=== block 1 ===
### Clock routing, block 1

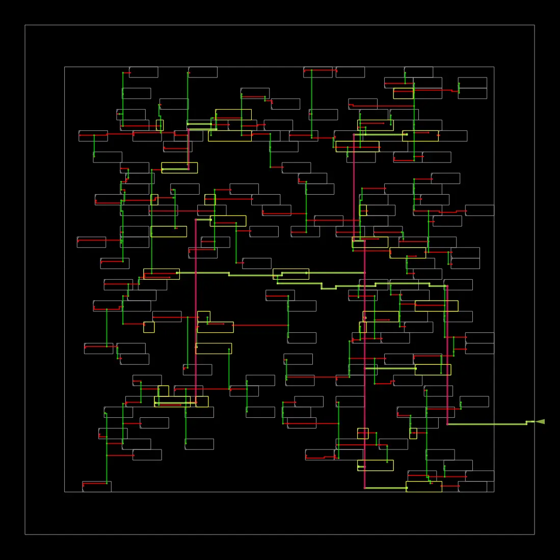

### src/rtl/mem_arbiter.sv
// Two-master (instruction fetch / data) arbiter onto one shared memory port.
// Round-robin on contention, one transaction at a time, wait-state timeout
// reported as bus_err together with the owner's ack.
module mem_arbiter #(
  parameter int unsigned DATA_WIDTH = 32,
  parameter int unsigned ADDR_WIDTH = 32,
  parameter int unsigned TIMEOUT    = 15
) (
  input  logic                  clock,
  input  logic                  reset,
  input  logic                  im_req,
  input  logic [ADDR_WIDTH-1:0] im_addr,
  output logic [DATA_WIDTH-1:0] im_rdata,
  output logic                  im_ack,
  input  logic                  dm_req,
  input  logic                  dm_we,
  input  logic [ADDR_WIDTH-1:0] dm_addr,
  input  logic [DATA_WIDTH-1:0] dm_wdata,
  output logic [DATA_WIDTH-1:0] dm_rdata,
  output logic                  dm_ack,
  output logic                  mem_en,
  output logic                  mem_we,
  output logic [ADDR_WIDTH-1:0] mem_addr,
  output logic [DATA_WIDTH-1:0] mem_wdata,
  input  logic [DATA_WIDTH-1:0] mem_rdata,
  input  logic                  mem_ready,
  output logic                  bus_err,
  output logic                  grant_dm
);

  // Wait counter is sized for the largest legal TIMEOUT (255).
  localparam int unsigned CNT_W = 8;

  typedef enum logic [1:0] {
    IDLE    = 2'd0,
    BUSY_IM = 2'd1,
    BUSY_DM = 2'd2
  } state_t;

  state_t                state;
  logic [CNT_W-1:0]      wait_cnt;
  logic                  im_elig;
  logic                  dm_elig;
  logic                  pick_dm;
  logic                  timeout_hit;
  logic [DATA_WIDTH-1:0] rd_load;

  // A requester whose ack is high this cycle is not eligible, which forces
  // an IDLE gap before the same master can be served again.
  assign im_elig = im_req & ~im_ack;
  assign dm_elig = dm_req & ~dm_ack;

  // DM wins if it is the only one asking, or on contention when IM was last.
  assign pick_dm = dm_elig & (~im_elig | ~grant_dm);

  assign timeout_hit = (wait_cnt == CNT_W'(TIMEOUT));

  // Timed-out reads return zero instead of whatever is on mem_rdata.
  assign rd_load = mem_ready ? mem_rdata : '0;

  // Arbitration FSM with registered memory-side and requester-side outputs.
  always_ff @(posedge clock) begin
    if (reset) begin
      state     <= IDLE;
      wait_cnt  <= '0;
      mem_en    <= 1'b0;
      mem_we    <= 1'b0;
      mem_addr  <= '0;
      mem_wdata <= '0;
      im_ack    <= 1'b0;
      dm_ack    <= 1'b0;
      bus_err   <= 1'b0;
      im_rdata  <= '0;
      dm_rdata  <= '0;
      grant_dm  <= 1'b1;
    end else begin
      im_ack  <= 1'b0;
      dm_ack  <= 1'b0;
      bus_err <= 1'b0;
      case (state)
        IDLE: begin
          if (im_elig || dm_elig) begin
            grant_dm <= pick_dm;
            mem_en   <= 1'b1;
            wait_cnt <= '0;
            if (pick_dm) begin
              state     <= BUSY_DM;
              mem_we    <= dm_we;
              mem_addr  <= dm_addr;
              mem_wdata <= dm_wdata;
            end else begin
              state     <= BUSY_IM;
              mem_we    <= 1'b0;
              mem_addr  <= im_addr;
              mem_wdata <= '0;
            end
          end
        end
        BUSY_IM, BUSY_DM: begin
          if (mem_ready || timeout_hit) begin
            state   <= IDLE;
            mem_en  <= 1'b0;
            bus_err <= ~mem_ready;
            if (state == BUSY_DM) begin
              dm_ack <= 1'b1;
              if (!mem_we) dm_rdata <= rd_load;
            end else begin
              im_ack <= 1'b1;
              if (!mem_we) im_rdata <= rd_load;
            end
          end else begin
            wait_cnt <= wait_cnt + CNT_W'(1);
          end
        end
        default: begin
          state  <= IDLE;
          mem_en <= 1'b0;
        end
      endcase
    end
  end

endmodule

### config.mk
export PLATFORM = sky130hd
export DESIGN_NAME = mem_arbiter
export DESIGN_NICKNAME = d
export VERILOG_FILES = /design/src/rtl/mem_arbiter.sv
export SDC_FILE = /design/constraint.sdc
export NUM_CORES = 1
export LEC_CHECK = 0
export CORE_MARGIN = 10
export CORE_UTILIZATION = 42
export DETAILED_ROUTE_END_ITERATION = 12
export GPL_ROUTABILITY_DRIVEN = 0
export HOLD_SLACK_MARGIN = 0.08
export PLACE_DENSITY = 0.85
export SLEW_MARGIN = 25
export SYNTH_ARGS = -nofsm -noshare
export SYNTH_HDL_FRONTEND = slang
export SYNTH_SLANG_ARGS = --single-unit
export TNS_END_PERCENT = 5
### constraint.sdc
create_clock -name clock -period 4.98 [get_ports clock]
set_input_delay 1.494 -clock clock [delete_from_list [all_inputs] [get_ports clock]]
set_output_delay 1.494 -clock clock [all_outputs]
set_load 0.01 [all_outputs]
=== block 2 ===
<file path="config.mk">
export PLATFORM = sky130hd
export DESIGN_NAME = switch_debounce3
export DESIGN_NICKNAME = d
export VERILOG_FILES = /design/src/rtl/switch_debounce3_pkg.sv /design/src/rtl/switch_debounce3_cell.sv /design/src/rtl/switch_debounce3.sv
export SDC_FILE = /design/constraint.sdc
export NUM_CORES = 1
export LEC_CHECK = 0
export CAP_MARGIN = 5
export CORE_MARGIN = 2
export CORE_UTILIZATION = 45
export CTS_CLUSTER_DIAMETER = 100
export CTS_CLUSTER_SIZE = 24
export DETAILED_ROUTE_END_ITERATION = 10
export PLACE_DENSITY_LB_ADDON = 0.25
export SLEW_MARGIN = 25
export SYNTH_ARGS = -nofsm -noshare
export SYNTH_HDL_FRONTEND = slang
export SYNTH_HIERARCHICAL = 1
export SYNTH_SLANG_ARGS = --single-unit
</file>
<file path="constraint.sdc">
create_clock -name clk -period 4.1 [get_ports clk]
set_clock_uncertainty 0.2 [all_clocks]
set_input_delay 1.025 -clock clk [delete_from_list [all_inputs] [get_ports clk]]
set_output_delay 1.025 -clock clk [all_outputs]
set_load 0.02 [all_outputs]
</file>
<file path="src/rtl/switch_debounce3_pkg.sv">
// Shared constants and FSM encoding for the three-way light switch front end.
package switch_debounce3_pkg;

    localparam int LIGHT_NSW        = 3;
    localparam int DEBOUNCE_DEFAULT = 4;

    typedef enum logic {
        ST_STABLE = 1'b0,
        ST_COUNT  = 1'b1
    } deb_state_e;

endpackage

</file>
<file path="src/rtl/switch_debounce3_cell.sv">
// One switch channel: multi-flop synchroniser followed by a counter-based debouncer.
module debounce_cell
    import switch_debounce3_pkg::*;
#(
    parameter int   DEBOUNCE_CYCLES = DEBOUNCE_DEFAULT,
    parameter int   SYNC_STAGES     = 2,
    parameter logic INIT_LEVEL      = 1'b0,
    parameter int   CNT_W           = 3
) (
    input  logic clk,
    input  logic rst_n,
    input  logic raw,
    output logic clean,
    output logic pulse,
    output logic counting
);

    localparam logic [CNT_W-1:0] CNT_LAST = CNT_W'(DEBOUNCE_CYCLES - 1);

    logic [SYNC_STAGES-1:0] sync_q;
    logic                   sync_out;

    deb_state_e       state_q, state_d;
    logic [CNT_W-1:0] cnt_q, cnt_d;
    logic             clean_q, clean_d;
    logic             pulse_q, pulse_d;

    // NOTE: sequential state is updated with <= so every flop samples pre-edge values.
    always_ff @(posedge clk or negedge rst_n) begin
        if (!rst_n) begin
            sync_q <= {SYNC_STAGES{INIT_LEVEL}};
        end else begin
            sync_q <= {sync_q[SYNC_STAGES-2:0], raw};
        end
    end

    assign sync_out = sync_q[SYNC_STAGES-1];

    // NOTE: every always_comb output gets a default first so no latch is inferred.
    always_comb begin
        state_d = state_q;
        cnt_d   = cnt_q;
        clean_d = clean_q;
        pulse_d = 1'b0;
        unique case (state_q)
            ST_STABLE: begin
                cnt_d = '0;
                if (sync_out != clean_q) begin
                    state_d = ST_COUNT;
                    cnt_d   = CNT_W'(1);
                end
            end
            ST_COUNT: begin
                if (sync_out == clean_q) begin
                    // Bounce back to the old level clears the count entirely.
                    state_d = ST_STABLE;
                    cnt_d   = '0;
                end else if (cnt_q == CNT_LAST) begin
                    state_d = ST_STABLE;
                    cnt_d   = '0;
                    clean_d = sync_out;
                    pulse_d = 1'b1;
                end else begin
                    cnt_d = cnt_q + CNT_W'(1);
                end
            end
            default: begin
                state_d = ST_STABLE;
                cnt_d   = '0;
            end
        endcase
    end

    always_ff @(posedge clk or negedge rst_n) begin
        if (!rst_n) begin
            state_q <= ST_STABLE;
            cnt_q   <= '0;
            clean_q <= INIT_LEVEL;
            pulse_q <= 1'b0;
        end else begin
            state_q <= state_d;
            cnt_q   <= cnt_d;
            clean_q <= clean_d;
            pulse_q <= pulse_d;
        end
    end

    assign clean    = clean_q;
    assign pulse    = pulse_q;
    assign counting = (state_q == ST_COUNT);

endmodule

</file>
<file path="src/rtl/switch_debounce3.sv">
// Three-channel switch conditioner feeding x1..x3 of the three-way light logic.
module switch_debounce3
    import switch_debounce3_pkg::*;
#(
    parameter int   DEBOUNCE_CYCLES = DEBOUNCE_DEFAULT,
    parameter int   SYNC_STAGES     = 2,
    parameter logic INIT_LEVEL      = 1'b0,
    parameter int   CNT_W           = 3
) (
    input  logic                 clk,
    input  logic                 rst_n,
    input  logic [LIGHT_NSW-1:0] sw_raw,
    output logic [LIGHT_NSW-1:0] sw_clean,
    output logic [LIGHT_NSW-1:0] toggle_pulse,
    output logic                 busy
);

    logic [LIGHT_NSW-1:0] counting;

    for (genvar i = 0; i < LIGHT_NSW; i++) begin : g_ch
        debounce_cell #(
            .DEBOUNCE_CYCLES(DEBOUNCE_CYCLES),
            .SYNC_STAGES    (SYNC_STAGES),
            .INIT_LEVEL     (INIT_LEVEL),
            .CNT_W          (CNT_W)
        ) u_cell (
            .clk     (clk),
            .rst_n   (rst_n),
            .raw     (sw_raw[i]),
            .clean   (sw_clean[i]),
            .pulse   (toggle_pulse[i]),
            .counting(counting[i])
        );
    end

    // Each counting bit is decoded straight from a state flop, so busy has no path from sw_raw.
    assign busy = |counting;

endmodule

</file>
=== block 3 ===
$ cat src/rtl/sdr_16_arb.sv
// sdr_16_arb: four-port command arbiter with refresh scheduling for an SDR
// SDRAM controller. It grants one ingress port at a time to the SDRAM FSM,
// issues refresh requests from a free-running refresh timer, and counts
// refreshes that are still owed.
//
// Ports:
//   sdram_clk    - sole clock, all state on the rising edge
//   sdram_rst_n  - asynchronous active-low reset
//   req[3:0]     - per-port pending command (port FIFO not empty)
//   state_idle   - SDRAM FSM is idle
//   cmd_aref     - SDRAM FSM issued auto-refresh (one-cycle pulse)
//   gnt[3:0]     - one-hot grant, all-zero = none
//   gnt_sel[1:0] - binary index of granted port, holds when gnt == 0
//   refresh_req  - refresh request to SDRAM FSM
//   rfr_pend[2:0]- number of owed refreshes (saturates at 7)
//   rfr_miss     - sticky: owed-refresh count overflowed
//
// Build option: define SDR_16_ARB_PRIO0_EN to give port 0 fixed top priority,
// with ports 1-3 round-robin among themselves.
module sdr_16_arb #(
  parameter int unsigned RFR_PERIOD = 390,
  parameter int unsigned RFR_CNT_W  = 10
) (
  input  logic       sdram_clk,
  input  logic       sdram_rst_n,
  input  logic [3:0] req,
  input  logic       state_idle,
  input  logic       cmd_aref,
  output logic [3:0] gnt,
  output logic [1:0] gnt_sel,
  output logic       refresh_req,
  output logic [2:0] rfr_pend,
  output logic       rfr_miss
);

  localparam int unsigned NPORT  = 4;
  localparam int unsigned IDX_W  = 2;
  localparam int unsigned PEND_W = 3;
  localparam logic [RFR_CNT_W-1:0] RELOAD   = RFR_CNT_W'(RFR_PERIOD - 1);
  localparam logic [PEND_W-1:0]    PEND_MAX = PEND_W'(7);

  typedef enum logic [1:0] {ARB_IDLE, ARB_GNT, ARB_BUSY, ARB_RFR} arb_state_e;

  arb_state_e           state_q, state_d;
  logic [NPORT-1:0]     gnt_q, gnt_d;
  logic [IDX_W-1:0]     gnt_sel_q, gnt_sel_d;
  logic                 refresh_req_q, refresh_req_d;
  logic                 aref_seen_q, aref_seen_d;
  logic [IDX_W-1:0]     rr_ptr_q, rr_ptr_d;
  logic [RFR_CNT_W-1:0] timer_q, timer_d;
  logic [PEND_W-1:0]    rfr_pend_q, rfr_pend_d;
  logic                 rfr_miss_q, rfr_miss_d;

  logic                 win_vld_c;
  logic [IDX_W-1:0]     win_idx_c;
  logic [IDX_W-1:0]     cand_c;
  logic                 tick_c;
  logic                 dec_c;

  // Round-robin winner: first requester at or after rr_ptr, modulo 4.
  // Scanning offsets downward lets the smallest offset overwrite last.
  always_comb begin
    win_vld_c = 1'b0;
    win_idx_c = rr_ptr_q;
    cand_c    = rr_ptr_q;
    for (int k = NPORT - 1; k >= 0; k--) begin
      cand_c = rr_ptr_q + IDX_W'(k);
`ifdef SDR_16_ARB_PRIO0_EN
      if (req[cand_c] && (cand_c != '0)) begin
`else
      if (req[cand_c]) begin
`endif
        win_vld_c = 1'b1;
        win_idx_c = cand_c;
      end
    end
`ifdef SDR_16_ARB_PRIO0_EN
    // Port 0 overrides the rotation among ports 1-3.
    if (req[0]) begin
      win_vld_c = 1'b1;
      win_idx_c = '0;
    end
`endif
  end

  // Next-state, grant/refresh outputs and refresh bookkeeping.
  always_comb begin
    state_d       = state_q;
    gnt_d         = gnt_q;
    gnt_sel_d     = gnt_sel_q;
    refresh_req_d = refresh_req_q;
    aref_seen_d   = aref_seen_q;
    rr_ptr_d      = rr_ptr_q;
    rfr_pend_d    = rfr_pend_q;
    rfr_miss_d    = rfr_miss_q;

    tick_c  = (timer_q == '0);
    timer_d = tick_c ? RELOAD : (timer_q - RFR_CNT_W'(1));
    // refresh_req is only ever high in ARB_RFR before the aref is seen.
    dec_c   = refresh_req_q && cmd_aref;

    unique case (state_q)
      ARB_IDLE: begin
        gnt_d         = '0;
        refresh_req_d = 1'b0;
        if (state_idle && (rfr_pend_q != '0)) begin
          state_d       = ARB_RFR;
          refresh_req_d = 1'b1;
          aref_seen_d   = 1'b0;
        end else if (state_idle && win_vld_c) begin
          state_d   = ARB_GNT;
          gnt_d     = NPORT'(1) << win_idx_c;
          gnt_sel_d = win_idx_c;
        end
      end
      ARB_GNT: begin
        if (!state_idle) begin
          state_d = ARB_BUSY;
        end else if (!req[gnt_sel_q]) begin
          // Request withdrawn before the FSM took it: pointer stays put.
          state_d = ARB_IDLE;
          gnt_d   = '0;
        end
      end
      ARB_BUSY: begin
        if (state_idle) begin
          state_d = ARB_IDLE;
          gnt_d   = '0;
`ifdef SDR_16_ARB_PRIO0_EN
          if (gnt_sel_q != '0) rr_ptr_d = gnt_sel_q + IDX_W'(1);
`else
          rr_ptr_d = gnt_sel_q + IDX_W'(1);
`endif
        end
      end
      ARB_RFR: begin
        if (!aref_seen_q) begin
          if (cmd_aref) begin
            refresh_req_d = 1'b0;
            aref_seen_d   = 1'b1;
          end
        end else if (state_idle) begin
          state_d     = ARB_IDLE;
          aref_seen_d = 1'b0;
        end
      end
      default: state_d = ARB_IDLE;
    endcase

    // Owed-refresh counter; a simultaneous tick and aref cancel out.
    if (tick_c && !dec_c) begin
      if (rfr_pend_q == PEND_MAX) rfr_miss_d = 1'b1;
      else                        rfr_pend_d = rfr_pend_q + PEND_W'(1);
    end else if (dec_c && !tick_c && (rfr_pend_q != '0)) begin
      rfr_pend_d = rfr_pend_q - PEND_W'(1);
    end
  end

  // State register.
  always_ff @(posedge sdram_clk or negedge sdram_rst_n) begin
    if (!sdram_rst_n) begin
      state_q       <= ARB_IDLE;
      gnt_q         <= '0;
      gnt_sel_q     <= '0;
      refresh_req_q <= 1'b0;
      aref_seen_q   <= 1'b0;
      rr_ptr_q      <= '0;
      timer_q       <= RELOAD;
      rfr_pend_q    <= '0;
      rfr_miss_q    <= 1'b0;
    end else begin
      state_q       <= state_d;
      gnt_q         <= gnt_d;
      gnt_sel_q     <= gnt_sel_d;
      refresh_req_q <= refresh_req_d;
      aref_seen_q   <= aref_seen_d;
      rr_ptr_q      <= rr_ptr_d;
      timer_q       <= timer_d;
      rfr_pend_q    <= rfr_pend_d;
      rfr_miss_q    <= rfr_miss_d;
    end
  end

  assign gnt         = gnt_q;
  assign gnt_sel     = gnt_sel_q;
  assign refresh_req = refresh_req_q;
  assign rfr_pend    = rfr_pend_q;
  assign rfr_miss    = rfr_miss_q;

endmodule

$ cat config.mk
export PLATFORM = sky130hd
export DESIGN_NAME = sdr_16_arb
export DESIGN_NICKNAME = d
export VERILOG_FILES = /design/src/rtl/sdr_16_arb.sv
export SDC_FILE = /design/constraint.sdc
export NUM_CORES = 1
export LEC_CHECK = 0
export ABC_AREA = 1
export ABC_CLOCK_PERIOD_IN_PS = 5900
export CAP_MARGIN = 30
export CORE_MARGIN = 1.5
export CORE_UTILIZATION = 31
export DETAILED_ROUTE_END_ITERATION = 10
export HOLD_SLACK_MARGIN = 0.03
export PLACE_DENSITY_LB_ADDON = 0.2
export SETUP_SLACK_MARGIN = 0.3
export SYNTH_ARGS = -nofsm -noshare
export SYNTH_HDL_FRONTEND = slang
export SYNTH_SLANG_ARGS = --single-unit
export TNS_END_PERCENT = 100
$ cat constraint.sdc
create_clock -name sdram_clk -period 5.9 [get_ports sdram_clk]
set_input_delay 0.59 -clock sdram_clk [delete_from_list [all_inputs] [get_ports sdram_clk]]
set_output_delay 0.59 -clock sdram_clk [all_outputs]
set_load 0.03 [all_outputs]
### Cell density map, block 1

Drawn at 2 px/um. 13 x 13 tiles, from black (low) to pale yellow (high), 0 to 100% covered.
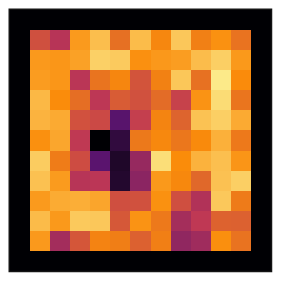
nearly empty tiles	29%
emptiest ninth of the die	bottom right
mean over tiles	49%

About 'Clock routing' of block 1:
Setup Skew: 0.00745 ns
clock net sink count: 144

==> qor.csv, block 1 <==
stage,metric,value,unit
setup_path,slowest CP cell,buf_4,
synthesis,"Registers, synthesis",144,
clocking,Insertion Delay late pin,0.41,ns
sta,setup violators final,0,
synthesis,top cells by count,"144 x dfxtp_1, 80 x nor2_1, 64 x a22o_1",
sta,final setup TNS,0,ns
power_and_ir_drop,Lkg Pwr,3.35,nW
synthesis,post-synthesis average cell area,10.5,sq um
placement,dpl cell area,7910,sq um
layout,Top Layout Cells,"266 x clkdlybuf4s50_1, 144 x dfxtp_1, 79 x nor2_1",
sta,Final Hold Viols,0,
layout,n_diodes,0,
placement,Port Buffers,267,
die,die area,17000,sq um
route,Routed met3 length,2190,um
layout,Final Util,71.2,%
setup_path,CP Depth,6,
sta,cycle use final,62.5,%
placement,DPL Wire Length,13700,um
run,Tool Warnings,28,
status,run status,"complete, no violations",
clocking,# hold bufs at CTS,0,
clocking,CTS Buf Count,17,
route,met1 WL,6590,um
synthesis,Cell variety after synth,35,
synthesis,Async SR Flop Fraction,0,%
sta,Slew @ Worst Pin,0.771,ns
layout,combinational share of cell area,24.8,%
sta,post-layout minimum cycle time,3.11,ns
placement,dpl cells,867,
sta,slew margin rel.,48.5,%
setup_path,RR Endpoint,im_rdata[25],
route,Antenna Nets Post-Route,0,
clocking,H-tree depth,4,
layout,Inverters,6,
die,core footprint,12000,sq um
clocking,CTS Root Buffer Type,clkbuf_16,
power_and_ir_drop,PD cells,385,nW/um^2
grt,number of global-route vias before repair,5082,
layout,Comb area,2110,sq um
synthesis,post-synth top area share,56.3,%
clocking,Max clock buf depth,2,
-- block 1: power breakdown --
part	internal, mW	switching [mW]
Combinational	0.357	0.329
Sequential	1.25	0.0557
Clock	0.798	0.482
-- block 1: cell families (layout without fill, tap and decap cells) --
group	after synthesis	in the layout	share of synthesized area [%]
AND/OR/NAND/NOR	105	105	8.75
XOR/XNOR	3	3	0.513
adder cells (fa/ha/maj)	4	4	0.978
AND-OR/OR-AND	153	153	23.8
flip-flops	144	144	56.3
buffers and inverters	45	311	3.40
multiplexers	32	32	6.26
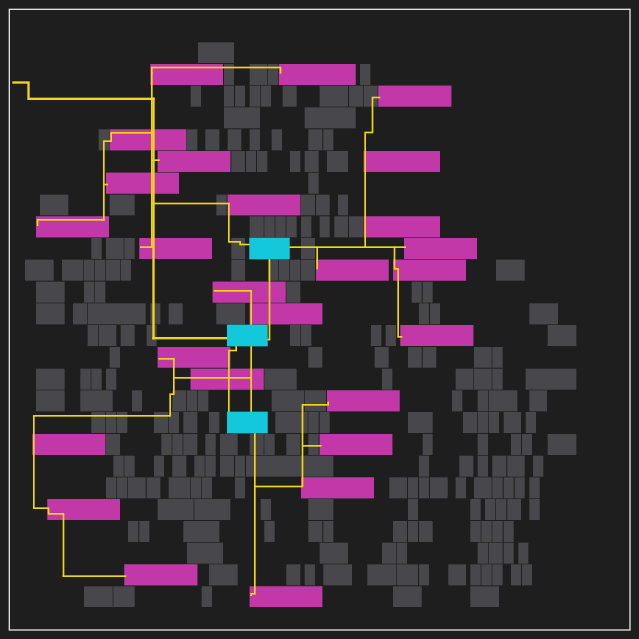
*Routed clock nets over the placement, block 3*
Drawn at 8 px/um.
[clock drivers] cyan | count: 3
[clock wires] yellow | length: 362 um
[flip-flops] magenta | count: 26
routed clock nets	4

==> qor.csv, block 3 <==
stage,metric,value,unit
setup_path,CP endpoint kind,flip-flop,
grt,global route hottest layer,met2,
die,Die Wd,77.4,um
placement,Port Buffers,18,
sta,Final Hold Viols,0,
route,DR top layer,met4,
setup_path,CP Depth,12,
setup_path,crit path max fanout,10,
route,Post-Route WL,3320,um
min_path,hold path cells,1,
min_path,Worst Hold Class,flip-flop to flip-flop,
sta,worst hold margin,0.462,ns
grt,total congestion overflow,0,
layout,ClkCell Share,3.48,%
synthesis,Yosys warning count,0,
layout,Clock Buffer Count,3,
power_and_ir_drop,switching power,0.435,mW
status,run status,"complete, no violations",
synthesis,"top cells, area","dfrtp_1 32%, nand2_1 17%, nand3_1 7.3%",
route,Antenna Nets Post-Route,0,
setup_path,"slowest stage delay, CP",0.38,ns
placement,dpl cell area,1980,sq um
layout,post-route cell area,2050,sq um
synthesis,Synth Net Count,250,
setup_path,CP top delay family,simple AND/OR/NAND/NOR gates,
grt,initial antenna violation count,0,
layout,NumNets Final,273,
setup_path,RR Startpoint,timer_q[0],
layout,n_diodes,0,
layout,P&R area growth vs syn,19.5,%
power_and_ir_drop,total power,0.936,mW
route,Routed met3 length,134,um
clocking,# hold bufs at CTS,0,
route,DR iter-0 viols,38,
synthesis,top cells by count,"77 x nand2_1, 28 x inv_1, 25 x nand3_1",
synthesis,Syn Inst Count,235,
min_path,hold_sp,timer_q[0],
setup_path,CP Cell Sequence,"inv_1, ha_1, nand2_1, nor3_2, nand3_4, nor2_4, inv_1, fa_1, nand2_1, nand3_1, nand2_1, nand2_1",
clocking,Resized cells post-CTS,0,
die,core footprint,5240,sq um
grt,GR met3 Demand/Resource,2.24,%
run,max_cap viols,0,
setup_path,slowest CP cell,dfstp_2,
route,Initial DRT Pass Iterations,4,
block 3: kinds of logic (layout without fill, tap and decap cells):
logic type / Yosys count / after routing / synth area share (%)
flops: 26 / 26 / 38.2
buf+inv: 35 / 57 / 8.09
compound gates: 25 / 25 / 8.09
fa+ha+maj: 7 / 7 / 5.54
simple gates: 140 / 140 / 39.1
xor+xnor: 2 / 2 / 1.02
block 3: state kept, by name, indices dropped and copies added, names as in the netlist:
signal       cells
state_q          2
gnt              4
gnt_sel          2
rfr_miss         1
rr_ptr_q         2
rfr_pend         3
timer_q         10
aref_seen_q      1
refresh_req      1
### Routed clock nets over the placement, block 2

Drawn at 12 px/um.
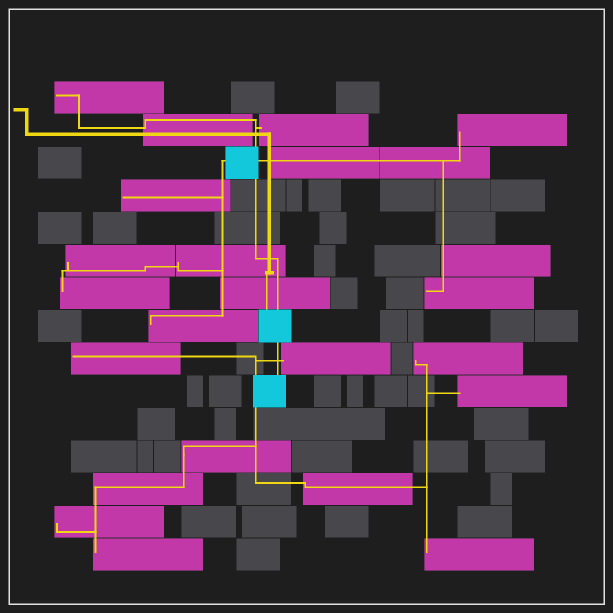
[clock wires] yellow | length: 255 um
[clock drivers] cyan | count: 3
[flip-flops] magenta | count: 24
routed clock nets	4

==> qor.csv, block 2 <==
stage,metric,value,unit
placement,routability cong.,0.658,
grt,total congestion overflow,0,
setup_path,Crit Path Class,flip-flop to output port,
layout,fraction of area in registers,53.6,%
synthesis,post-synth top area share,64.6,%
route,met2 wire len,559,um
layout,Flops,24,
route,Routed met3 length,52,um
synthesis,top cells by count,"24 x dfrtp_1, 6 x nor2_1, 6 x nor3b_2",
min_path,Worst Hold Path EP,g_ch[1].u_cell/sync_q[1],
synthesis,yosys stat chip area,930,sq um
power_and_ir_drop,clock network fraction of total power,22.0,%
synthesis,"top cells, area","dfrtp_1 65%, nor3b_2 8.1%, mux2_4 4.8%",
power_and_ir_drop,Sw Share,29.5,%
grt,first-pass GRT wire length,2190,um
layout,Layout Cells excl Fill,103,
synthesis,Synth Area in Simple Gates,19.7,%
status,run status,"complete, no violations",
synthesis,Main synth FF type,dfrtp_1,
route,DR top layer,met4,
grt,number of global-route vias before repair,492,
setup_path,R2R cell count,4,
die,die height,49.5,um
power_and_ir_drop,Comb group,0.239,mW
setup_path,"Buf+Inv Stages, Crit Path",1,
route,Vias,486,
synthesis,Mux cell area share,4.85,%
clocking,H-tree depth,1,
power_and_ir_drop,combinational fraction of design power,31.7,%
die,# rows,16,
## block 2: placed cells by master (no fill, tap or decap), drive strengths merged
| cell | netlist | routed |
|---|---|---|
| nor2 | 6 | 6 |
| dfrtp | 24 | 24 |
| nand2 | 3 | 3 |
| o21a | 3 | 3 |
| nand2b | 3 | 3 |
| nor2b | 3 | 3 |
| clkbuf | 0 | 3 |
| buf | 0 | 1 |
| mux2 | 3 | 3 |
| xnor2 | 3 | 3 |
| bufinv | 0 | 1 |
| nor3b | 6 | 6 |
| ha | 3 | 3 |
| a21oi | 3 | 3 |
| clkdlybuf4s50 | 0 | 10 |
| or3 | 1 | 1 |

==> screenshots <==
Placement by cell class.
shot_01.png
Drawn at 3 px/um. Fill, decap, tap and diode cells in grey.
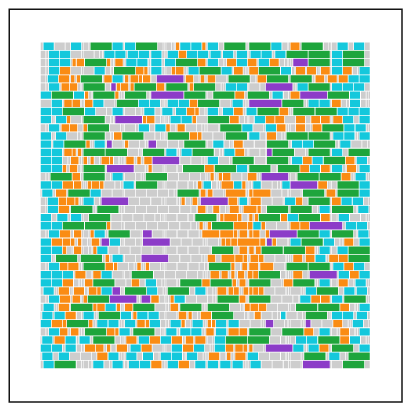
shot_02.png
Drawn at 4 px/um. Fill, decap, tap and diode cells in grey.
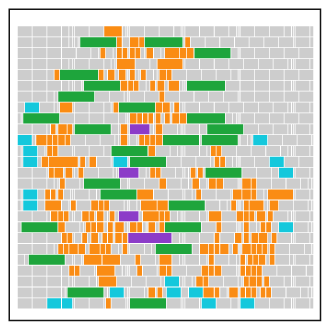
shot_03.png
Drawn at 8 px/um. Fill, decap, tap and diode cells in grey.
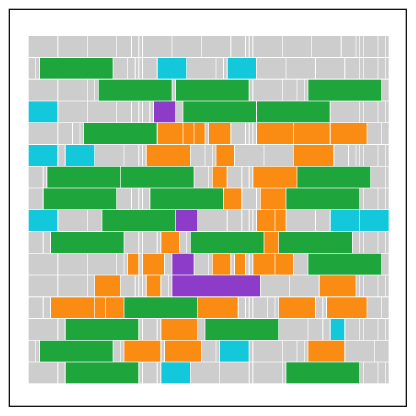
Of these, most cells: shot_01.png
shot_01.png comes from block 1.
shot_02.png comes from block 3.
shot_03.png comes from block 2.

Key to shot_02.png:
class	colour	cells	share of their area
combinational and other logic	orange	208	53%
clock drivers and dummy loads	purple	4	3.6%
sequential cells	green	26	33%
remaining buffers and delay cells	cyan	19	9.6%


=== block 4 ===
### Placement by cell class, block 4

Drawn at 6 px/um. Fill, decap, tap and diode cells in grey.
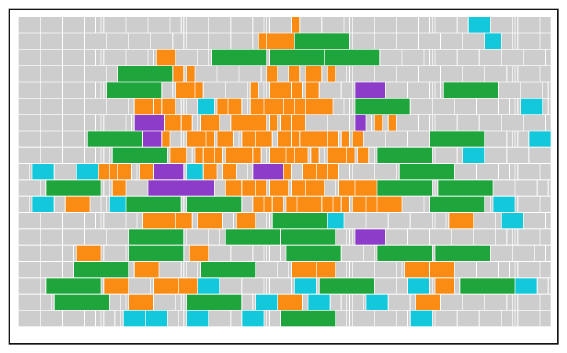

### src/rtl/mii_tx_nibble_mux_pkg.sv
// Shared definitions for the MII byte-to-nibble transmit adapter:
// FSM state encodings, default timing parameters and counter sizing.
package mii_tx_pkg;

    localparam int IFG_BYTES_DEF     = 12;
    localparam int ABORT_NIBBLES_DEF = 2;
    localparam int CNT_W_DEF         = $clog2(2 * IFG_BYTES_DEF + 1);

    localparam logic [2:0] ST_IDLE    = 3'd0;
    localparam logic [2:0] ST_HI      = 3'd1;
    localparam logic [2:0] ST_IFG     = 3'd2;
    localparam logic [2:0] ST_ABORT   = 3'd3;
    localparam logic [2:0] ST_DISCARD = 3'd4;

    // The shared counter holds either the gap length or the abort length.
    function automatic int cnt_width(input int ifg_bytes, input int abort_nibbles);
        int span;
        span = (abort_nibbles > 2 * ifg_bytes) ? abort_nibbles : 2 * ifg_bytes;
        return $clog2(span + 1);
    endfunction

endpackage

### src/rtl/mii_tx_nibble_mux_if.sv
// Byte stream handshake from the MAC transmit engine into the nibble mux.
interface mii_tx_nibble_mux_if;
    logic       s_valid;
    logic [7:0] s_data;
    logic       s_er;
    logic       s_last;
    logic       s_ready;

    modport master (output s_valid, s_data, s_er, s_last, input s_ready);
    modport slave  (input s_valid, s_data, s_er, s_last, output s_ready);
endinterface

### src/rtl/mii_tx_nibble_mux.sv
// Serialises MAC bytes onto MII TXD low nibble first, with underrun abort,
// discard of the remainder of an aborted frame, and minimum inter-frame gap.
module mii_tx_nibble_mux
    import mii_tx_pkg::*;
#(
    parameter int IFG_BYTES     = IFG_BYTES_DEF,
    parameter int ABORT_NIBBLES = ABORT_NIBBLES_DEF
)(
    input  logic                 clk,
    input  logic                 reset_n,
    mii_tx_nibble_mux_if.slave   s,
    output logic [3:0]           mii_txd,
    output logic                 mii_tx_en,
    output logic                 mii_tx_er,
    output logic                 underrun,
    output logic                 busy
);

    localparam int               CNT_W      = cnt_width(IFG_BYTES, ABORT_NIBBLES);
    localparam logic [CNT_W-1:0] IFG_LOAD   = CNT_W'(2 * IFG_BYTES);
    localparam logic [CNT_W-1:0] ABORT_LOAD = CNT_W'(ABORT_NIBBLES);
    localparam logic [CNT_W-1:0] CNT_ONE    = CNT_W'(1);
    localparam logic [CNT_W-1:0] CNT_TWO    = CNT_W'(2);

    logic [2:0]       state_r, state_s;
    logic             hi_done_r, hi_done_s;
    logic [CNT_W-1:0] cnt_r, cnt_s;
    logic [7:0]       h_data_r, h_data_s;
    logic             h_er_r, h_er_s;
    logic             h_last_r, h_last_s;
    logic             h_vld_r, h_vld_s;
    logic [3:0]       cur_hi_r, cur_hi_s;
    logic             cur_er_r, cur_er_s;
    logic             cur_last_r, cur_last_s;
    logic [3:0]       txd_r, txd_s;
    logic             tx_en_r, tx_en_s;
    logic             tx_er_r, tx_er_s;
    logic             underrun_r, underrun_s;
    logic             busy_r, busy_s;
    logic             s_ready_r, s_ready_s;
    logic             accept_s;

    assign s.s_ready = s_ready_r;
    assign mii_txd   = txd_r;
    assign mii_tx_en = tx_en_r;
    assign mii_tx_er = tx_er_r;
    assign underrun  = underrun_r;
    assign busy      = busy_r;

    // Next-state, hold register, current byte and pin values for the coming edge.
    always_comb begin
        state_s    = state_r;
        hi_done_s  = hi_done_r;
        cnt_s      = cnt_r;
        h_data_s   = h_data_r;
        h_er_s     = h_er_r;
        h_last_s   = h_last_r;
        h_vld_s    = h_vld_r;
        cur_hi_s   = cur_hi_r;
        cur_er_s   = cur_er_r;
        cur_last_s = cur_last_r;
        txd_s      = 4'h0;
        tx_en_s    = 1'b0;
        tx_er_s    = 1'b0;
        underrun_s = 1'b0;
        accept_s   = s.s_valid & s_ready_r;

        if (accept_s && (state_r != ST_DISCARD)) begin
            h_data_s = s.s_data;
            h_er_s   = s.s_er;
            h_last_s = s.s_last;
            h_vld_s  = 1'b1;
        end else begin
            h_vld_s  = h_vld_r;
        end

        case (state_r)
            ST_IDLE: begin
                if (h_vld_r) begin
                    cur_hi_s   = h_data_r[7:4];
                    cur_er_s   = h_er_r;
                    cur_last_s = h_last_r;
                    h_vld_s    = 1'b0;
                    txd_s      = h_data_r[3:0];
                    tx_en_s    = 1'b1;
                    tx_er_s    = h_er_r;
                    hi_done_s  = 1'b0;
                    state_s    = ST_HI;
                end else begin
                    state_s    = ST_IDLE;
                end
            end
            ST_HI: begin
                // hi_done_r marks that the high nibble is already on the pins.
                if (!hi_done_r) begin
                    txd_s      = cur_hi_r;
                    tx_en_s    = 1'b1;
                    tx_er_s    = cur_er_r;
                    hi_done_s  = 1'b1;
                end else if (cur_last_r) begin
                    cnt_s      = IFG_LOAD;
                    state_s    = ST_IFG;
                end else if (h_vld_r) begin
                    cur_hi_s   = h_data_r[7:4];
                    cur_er_s   = h_er_r;
                    cur_last_s = h_last_r;
                    h_vld_s    = 1'b0;
                    txd_s      = h_data_r[3:0];
                    tx_en_s    = 1'b1;
                    tx_er_s    = h_er_r;
                    hi_done_s  = 1'b0;
                end else begin
                    cnt_s      = ABORT_LOAD;
                    underrun_s = 1'b1;
                    tx_en_s    = 1'b1;
                    tx_er_s    = 1'b1;
                    state_s    = ST_ABORT;
                end
            end
            ST_ABORT: begin
                if (cnt_r > CNT_ONE) begin
                    cnt_s   = cnt_r - CNT_ONE;
                    tx_en_s = 1'b1;
                    tx_er_s = 1'b1;
                end else begin
                    // Anything held belongs to the aborted frame and is dropped.
                    h_vld_s = 1'b0;
                    if ((h_vld_r && h_last_r) || (accept_s && s.s_last)) begin
                        cnt_s   = IFG_LOAD;
                        state_s = ST_IFG;
                    end else begin
                        state_s = ST_DISCARD;
                    end
                end
            end
            ST_DISCARD: begin
                if (accept_s && s.s_last) begin
                    cnt_s   = IFG_LOAD;
                    state_s = ST_IFG;
                end else begin
                    state_s = ST_DISCARD;
                end
            end
            ST_IFG: begin
                // Leaving at 2 lets IDLE emit on the next edge, giving exactly 2*IFG_BYTES idle cycles.
                if (cnt_r <= CNT_TWO) begin
                    cnt_s   = {CNT_W{1'b0}};
                    state_s = ST_IDLE;
                end else begin
                    cnt_s   = cnt_r - CNT_ONE;
                end
            end
            default: begin
                state_s = ST_IDLE;
                h_vld_s = 1'b0;
                cnt_s   = {CNT_W{1'b0}};
            end
        endcase

        s_ready_s = (state_s == ST_DISCARD) || !h_vld_s;
        busy_s    = (state_s != ST_IDLE);
    end

    // State, hold/current byte storage and the single registered output stage.
    always_ff @(posedge clk or negedge reset_n) begin
        if (!reset_n) begin
            state_r    <= ST_IDLE;
            hi_done_r  <= 1'b0;
            cnt_r      <= {CNT_W{1'b0}};
            h_data_r   <= 8'h00;
            h_er_r     <= 1'b0;
            h_last_r   <= 1'b0;
            h_vld_r    <= 1'b0;
            cur_hi_r   <= 4'h0;
            cur_er_r   <= 1'b0;
            cur_last_r <= 1'b0;
            txd_r      <= 4'h0;
            tx_en_r    <= 1'b0;
            tx_er_r    <= 1'b0;
            underrun_r <= 1'b0;
            busy_r     <= 1'b0;
            s_ready_r  <= 1'b0;
        end else begin
            state_r    <= state_s;
            hi_done_r  <= hi_done_s;
            cnt_r      <= cnt_s;
            h_data_r   <= h_data_s;
            h_er_r     <= h_er_s;
            h_last_r   <= h_last_s;
            h_vld_r    <= h_vld_s;
            cur_hi_r   <= cur_hi_s;
            cur_er_r   <= cur_er_s;
            cur_last_r <= cur_last_s;
            txd_r      <= txd_s;
            tx_en_r    <= tx_en_s;
            tx_er_r    <= tx_er_s;
            underrun_r <= underrun_s;
            busy_r     <= busy_s;
            s_ready_r  <= s_ready_s;
        end
    end

endmodule

### src/flat_wrapper.sv
// flat-port wrapper written by rule: the top's interface ports become plain ports
module mii_tx_nibble_mux_flat import mii_tx_pkg::*;
#(
    parameter int IFG_BYTES     = IFG_BYTES_DEF,
    parameter int ABORT_NIBBLES = ABORT_NIBBLES_DEF
)
  (clk, reset_n, mii_txd, mii_tx_en, mii_tx_er, underrun, busy, s_s_valid, s_s_data, s_s_er, s_s_last, s_s_ready);
  mii_tx_nibble_mux_if s_i ();
  input  logic clk;
  input  logic reset_n;
  output logic [3:0] mii_txd;
  output logic mii_tx_en;
  output logic mii_tx_er;
  output logic underrun;
  output logic busy;
  input wire logic [$bits(s_i.s_valid)-1:0] s_s_valid;
  input wire logic [$bits(s_i.s_data)-1:0] s_s_data;
  input wire logic [$bits(s_i.s_er)-1:0] s_s_er;
  input wire logic [$bits(s_i.s_last)-1:0] s_s_last;
  output wire logic [$bits(s_i.s_ready)-1:0] s_s_ready;
  assign s_i.s_valid = s_s_valid;
  assign s_i.s_data = s_s_data;
  assign s_i.s_er = s_s_er;
  assign s_i.s_last = s_s_last;
  assign s_s_ready = s_i.s_ready;
  mii_tx_nibble_mux #(.IFG_BYTES(IFG_BYTES), .ABORT_NIBBLES(ABORT_NIBBLES)) u_core (.clk(clk), .reset_n(reset_n), .s(s_i), .mii_txd(mii_txd), .mii_tx_en(mii_tx_en), .mii_tx_er(mii_tx_er), .underrun(underrun), .busy(busy));
endmodule
### config.mk
export PLATFORM = sky130hd
export DESIGN_NAME = mii_tx_nibble_mux_flat
export DESIGN_NICKNAME = d
export VERILOG_FILES = /design/src/rtl/mii_tx_nibble_mux_pkg.sv /design/src/rtl/mii_tx_nibble_mux_if.sv /design/src/rtl/mii_tx_nibble_mux.sv /design/src/flat_wrapper.sv
export SDC_FILE = /design/constraint.sdc
export NUM_CORES = 1
export LEC_CHECK = 0
export CAP_MARGIN = 0
export CORE_ASPECT_RATIO = 0.6
export CORE_UTILIZATION = 35
export CTS_BUF_LIST = sky130_fd_sc_hd__clkbuf_4 sky130_fd_sc_hd__clkbuf_8
export DETAILED_ROUTE_END_ITERATION = 6
export HOLD_SLACK_MARGIN = 0.12
export PLACE_DENSITY = 0.61
export REMOVE_ABC_BUFFERS = 1
export SYNTH_ARGS = -nofsm -noshare
export SYNTH_HDL_FRONTEND = slang
export SYNTH_SLANG_ARGS = --single-unit
### constraint.sdc
create_clock -name clk -period 2.14 [get_ports clk]
set_input_delay 0.321 -clock clk [delete_from_list [all_inputs] [get_ports clk]]
set_output_delay 0.321 -clock clk [all_outputs]
set_load 0.01 [all_outputs]
=== block 5 ===
<file path="src/rtl/up_down_counter_mod_load.sv">
// Modulo-MODULUS up/down counter with parallel load, wrap/saturate mode,
// combinational carry/borrow for cascading, and registered Zero/sticky Ovf flags.
module up_down_counter_mod_load #(
    parameter int WIDTH   = 4,
    parameter int MODULUS = 16
) (
    input  logic             CLK,
    input  logic             Clear_b,
    input  logic [WIDTH-1:0] Data_in,
    input  logic             Load,
    input  logic             Count,
    input  logic             Up,
    input  logic             Sat,
    output logic [WIDTH-1:0] A_count,
    output logic             C_out,
    output logic             Zero,
    output logic             Ovf
);

    localparam logic [WIDTH-1:0] MAX_VAL = WIDTH'(MODULUS - 1);
    // One extra bit so MODULUS == 2**WIDTH is representable for the load range check.
    localparam logic [WIDTH:0]   MOD_EXT = (WIDTH + 1)'(MODULUS);

    logic [WIDTH-1:0] count_q, count_d;
    logic             zero_q;
    logic             ovf_q, ovf_d;
    logic             at_max, at_min, load_in_range;

    assign at_max        = (count_q == MAX_VAL);
    assign at_min        = (count_q == '0);
    assign load_in_range = ({1'b0, Data_in} < MOD_EXT);

    always_comb begin
        count_d = count_q;
        ovf_d   = ovf_q;
        if (Load) begin
            count_d = load_in_range ? Data_in : MAX_VAL;
            ovf_d   = 1'b0;
        end else if (Count) begin
            if (Up) begin
                if (at_max) begin
                    ovf_d = 1'b1;
                    if (!Sat) count_d = '0;
                end else begin
                    count_d = count_q + WIDTH'(1);
                end
            end else begin
                if (at_min) begin
                    ovf_d = 1'b1;
                    if (!Sat) count_d = MAX_VAL;
                end else begin
                    count_d = count_q - WIDTH'(1);
                end
            end
        end
    end

    always_ff @(posedge CLK or negedge Clear_b) begin
        if (!Clear_b) begin
            count_q <= '0;
            zero_q  <= 1'b1;
            ovf_q   <= 1'b0;
        end else begin
            count_q <= count_d;
            zero_q  <= (count_d == '0);
            ovf_q   <= ovf_d;
        end
    end

    assign A_count = count_q;
    assign Zero    = zero_q;
    assign Ovf     = ovf_q;
    assign C_out   = Count & ~Load & ((Up & at_max) | (~Up & at_min));

endmodule

</file>
<file path="config.mk">
export PLATFORM = sky130hd
export DESIGN_NAME = up_down_counter_mod_load
export DESIGN_NICKNAME = d
export VERILOG_FILES = /design/src/rtl/up_down_counter_mod_load.sv
export SDC_FILE = /design/constraint.sdc
export NUM_CORES = 1
export LEC_CHECK = 0
export CAP_MARGIN = 15
export CELL_PAD_IN_SITES_DETAIL_PLACEMENT = 1
export CELL_PAD_IN_SITES_GLOBAL_PLACEMENT = 2
export CORE_MARGIN = 4
export CORE_UTILIZATION = 24
export CTS_CLUSTER_DIAMETER = 50
export CTS_CLUSTER_SIZE = 12
export DETAILED_ROUTE_END_ITERATION = 12
export PLACE_DENSITY = 0.78
export SYNTH_ARGS = -nofsm -noshare
export SYNTH_HDL_FRONTEND = slang
export SYNTH_SLANG_ARGS = --single-unit
export TNS_END_PERCENT = 5
</file>
<file path="constraint.sdc">
create_clock -name CLK -period 2.3 [get_ports CLK]
set_clock_uncertainty 0.2 [all_clocks]
set_input_delay 0.23 -clock CLK [delete_from_list [all_inputs] [get_ports CLK]]
set_output_delay 0.23 -clock CLK [all_outputs]
set_load 0.01 [all_outputs]
</file>
### Placement by cell class, block 5

Drawn at 6 px/um. Fill, decap, tap and diode cells in grey.
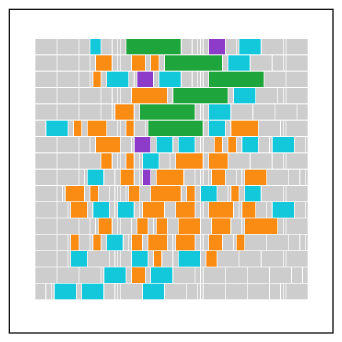
class	colour	cells	share of their area
sequential cells	green	6	19%
clock drivers and dummy loads	purple	4	3.4%
remaining buffers and delay cells	cyan	29	33%
combinational and other logic	orange	48	45%

### Layout detail, block 5

Region (14, 14) to (39, 39) um. Cells in grey, sequential cells in the stronger grey; small squares are vias.
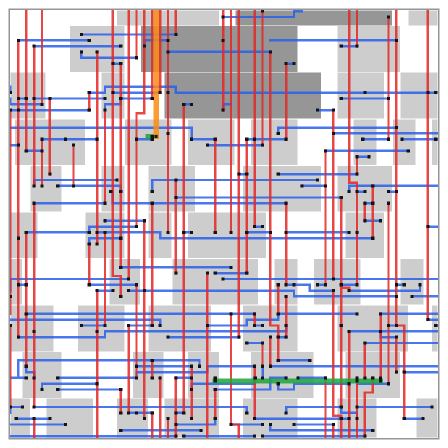
layer	colour
metal 4	orange
metal 3	green
metal 1	blue
metal 2	red
sequential cells in the window	2
netlist names of flops here include	A_count (2)
most frequent	buf_4 (9), inv_1 (5), nor2_1 (4)
cells with their middle in the window	46

==> qor.csv, block 5 <==
stage,metric,value,unit
status,run status,"complete, no violations",
synthesis,number of enable flip-flop cells,0,
synthesis,Async SR Flop Fraction,100,%
grt,total congestion overflow,0,
die,Die Wd,53.7,um
synthesis,XOR/XNOR Area Share,0,%
synthesis,yosys cell count,58,
sta,RSZ-0062 raised after global routing,no,
clocking,Max clock buf depth,2,
layout,combinational share of cell area,40.0,%
route,DR iter-0 viols,8,
layout,Final Util,40.9,%
die,die area,2890,sq um
power_and_ir_drop,PD cells,538,nW/um^2
layout,Layout Cells excl Fill,114,
route,Antenna Nets Post-Route,0,
placement,DPL Wire Length,1360,um
power_and_ir_drop,total power,0.436,mW
synthesis,cell with the most instances after synthesis,inv_1,
clocking,"Setup Fix Bufs, Post-CTS",0,
setup_path,CP top delay family,AND-OR/OR-AND gates,
die,core footprint,1980,sq um
setup_path,crit path from,A_count[0],
layout,Reg area,151,sq um
synthesis,Syn Inst Count,58,
synthesis,top cells by count,"6 x inv_1, 5 x dfrtp_1, 5 x nor2_1",
setup_path,CP startpoint kind,flip-flop,
clocking,H-tree depth,1,
clocking,TritonCTS clock tree,done,
setup_path,crit path max fanout,4,
layout,ClkCell Share,3.24,%
sta,Final Hold Viols,0,
route,vias per cell,5.09,
setup_path,Critical Path End,Zero,
die,tap cells,27,
layout,Clock Buffer Count,4,
synthesis,post-synth top area share,24.9,%
die,I/O pin cnt,17,
layout,Inverters,6,
sta,worst hold margin,0.0194,ns
-- block 5: power breakdown --
part / internal, mW / total (mW) / leakage (nW) / switching, mW
Sequential: 0.119 / 0.127 / 0.0720 / 0.00790
Clock: 0.0660 / 0.108 / 0.0150 / 0.0420
Combinational: 0.105 / 0.202 / 0.269 / 0.0965
-- block 5: routing by layer --
layer	GRT usage, %	routed length [um]
met5	0	0
met4	2.55	10
met3	1.66	36
met2	25.2	953
met1	16.4	764
-- block 5: sequential cells by signal, indices dropped and copies added (netlist names) --
signal / cells
A_count: 4
Ovf: 1
Zero: 1
### Cell density map, block 4

Drawn at 4 px/um. 9 x 6 tiles, from black (low) to pale yellow (high), 0 to 100% covered.
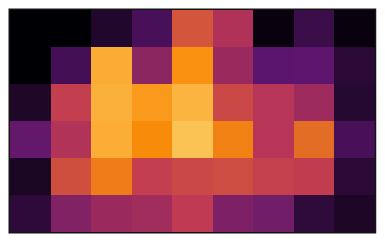
emptiest ninth of the die	top right
fullest tile	87%
mean over tiles	40%
nearly empty tiles	5.6%
densest ninth of the die	middle

Notes on 'Placement by cell class' of block 4 above:
class	colour	cells	share of their area
remaining buffers and delay cells	cyan	26	12%
clock drivers and dummy loads	purple	8	5.6%
combinational and other logic	orange	110	38%
sequential cells	green	35	44%

==> qor.csv, block 4 <==
stage,metric,value,unit
status,run status,"complete, no violations",
power_and_ir_drop,Flop pwr share,38.3,%
layout,Reg area,876,sq um
clocking,CTS Root Buffer Type,clkbuf_8,
route,Initial DRT Pass Iterations,4,
placement,routability cong.,0.871,
grt,first-pass GRT wire length,6330,um
sta,RSZ-0062 raised after global routing,no,
layout,post-route cell area,2090,sq um
clocking,Resized cells post-CTS,0,
layout,NumNets Final,194,
setup_path,crit path from,u_core.cnt_r[1],
synthesis,post-synth top area share,52.4,%
power_and_ir_drop,Max IR drop VDD,0.635,mV
power_and_ir_drop,Comb group,1.50,mW
power_and_ir_drop,Pint,2.08,mW
sta,post-layout minimum cycle time,1.87,ns
power_and_ir_drop,Clk power,0.587,mW
setup_path,RR Startpoint,u_core.cnt_r[1],
layout,fraction of area in registers,42.0,%
synthesis,cell with the most instances after synthesis,dfrtp_1,
run,Tool Warnings,27,
clocking,# hold bufs at CTS,0,
run,max_cap viols,0,
layout,Comb area,752,sq um
layout,Top Layout Cells,"35 x dfrtp_1, 21 x clkdlybuf4s50_1, 15 x mux2_2",
placement,DPL Wire Length,2570,um
sta,worst hold margin,0.438,ns
setup_path,"slowest stage delay, CP",0.43,ns
layout,Comb gates,105,
die,# rows,19,
synthesis,number of enable flip-flop cells,0,
sta,cycle use final,87.5,%
setup_path,CP endpoint kind,flip-flop,
power_and_ir_drop,clock network fraction of total power,17.4,%
placement,pre-CTS WS,0.293,ns
route,met1 WL,1740,um
placement,dpl cells,234,
synthesis,Synth Seq Share,52.4,%
placement,Port Buffers,21,
clocking,Insertion Delay late pin,0.29,ns
synthesis,Main synth FF type,dfrtp_1,
power_and_ir_drop,Sw Share,38.5,%
setup_path,R2R cell count,7,
layout,Signal buffers,26,
synthesis,post-synth top area cell,dfrtp_1,
sta,slew margin rel.,59.9,%
setup_path,crit path max fanout,6,
layout,combinational share of cell area,36.1,%
-- block 4: critical path: cells and delay by family (launching register included) --
family                   cells  cell delay, ns
AND-OR/OR-AND                4            0.81
AND/OR/NAND/NOR              1            0.23
flip-flops                   1            0.43
buffers and inverters        1            0.10
adder cells (fa/ha/maj)      1            0.18
-- block 4: logic make-up (layout without fill, tap and decap cells) --
group                      count (synthesis)  in the layout  share of synthesized area, %
AOI/OAI and AO/OA                         41             41                          18.3
adders and majority gates                  3              3                          2.25
buffers and inverters                     10             39                          2.55
DFF                                       35             35                          52.4
muxes                                     16             16                          10.7
and+or+nand+nor                           45             45                          13.8


## Gallery

Clock routing.
picture 1
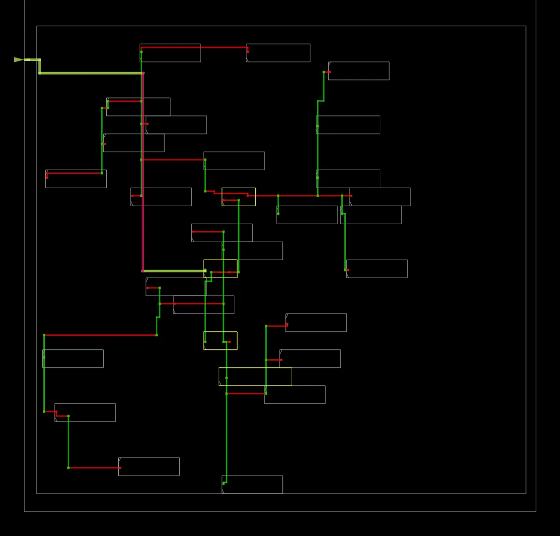
picture 2
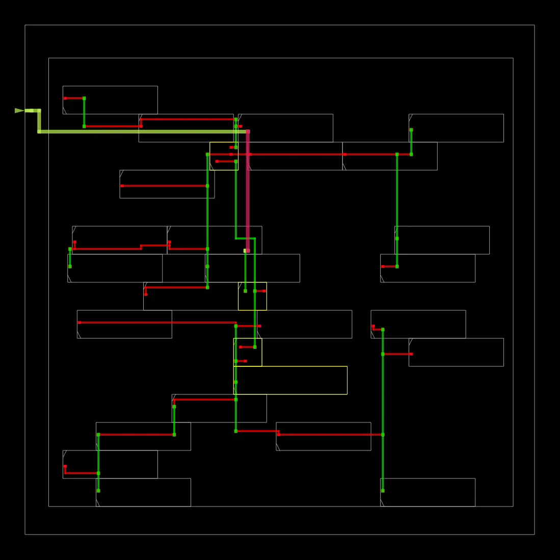
picture 3
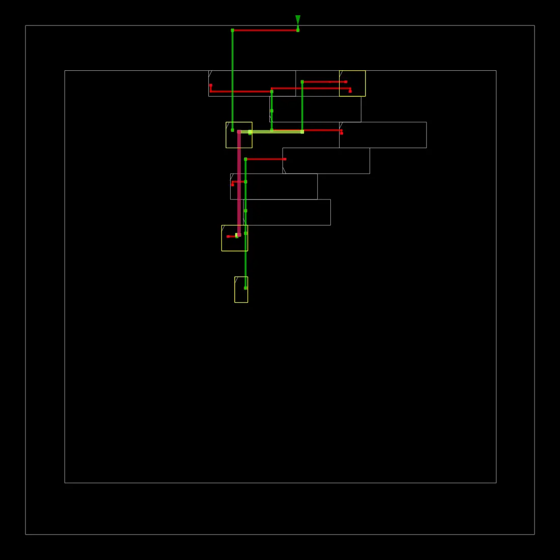
picture 4
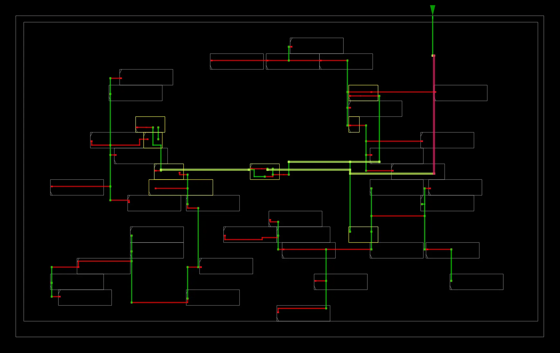
block 3 -> picture 1
block 4 -> picture 4
block 2 -> picture 2
block 5 -> picture 3
- fewest sequential cells: picture 3
- most sequential cells: picture 4

Power and IR drop assume default switching activity.
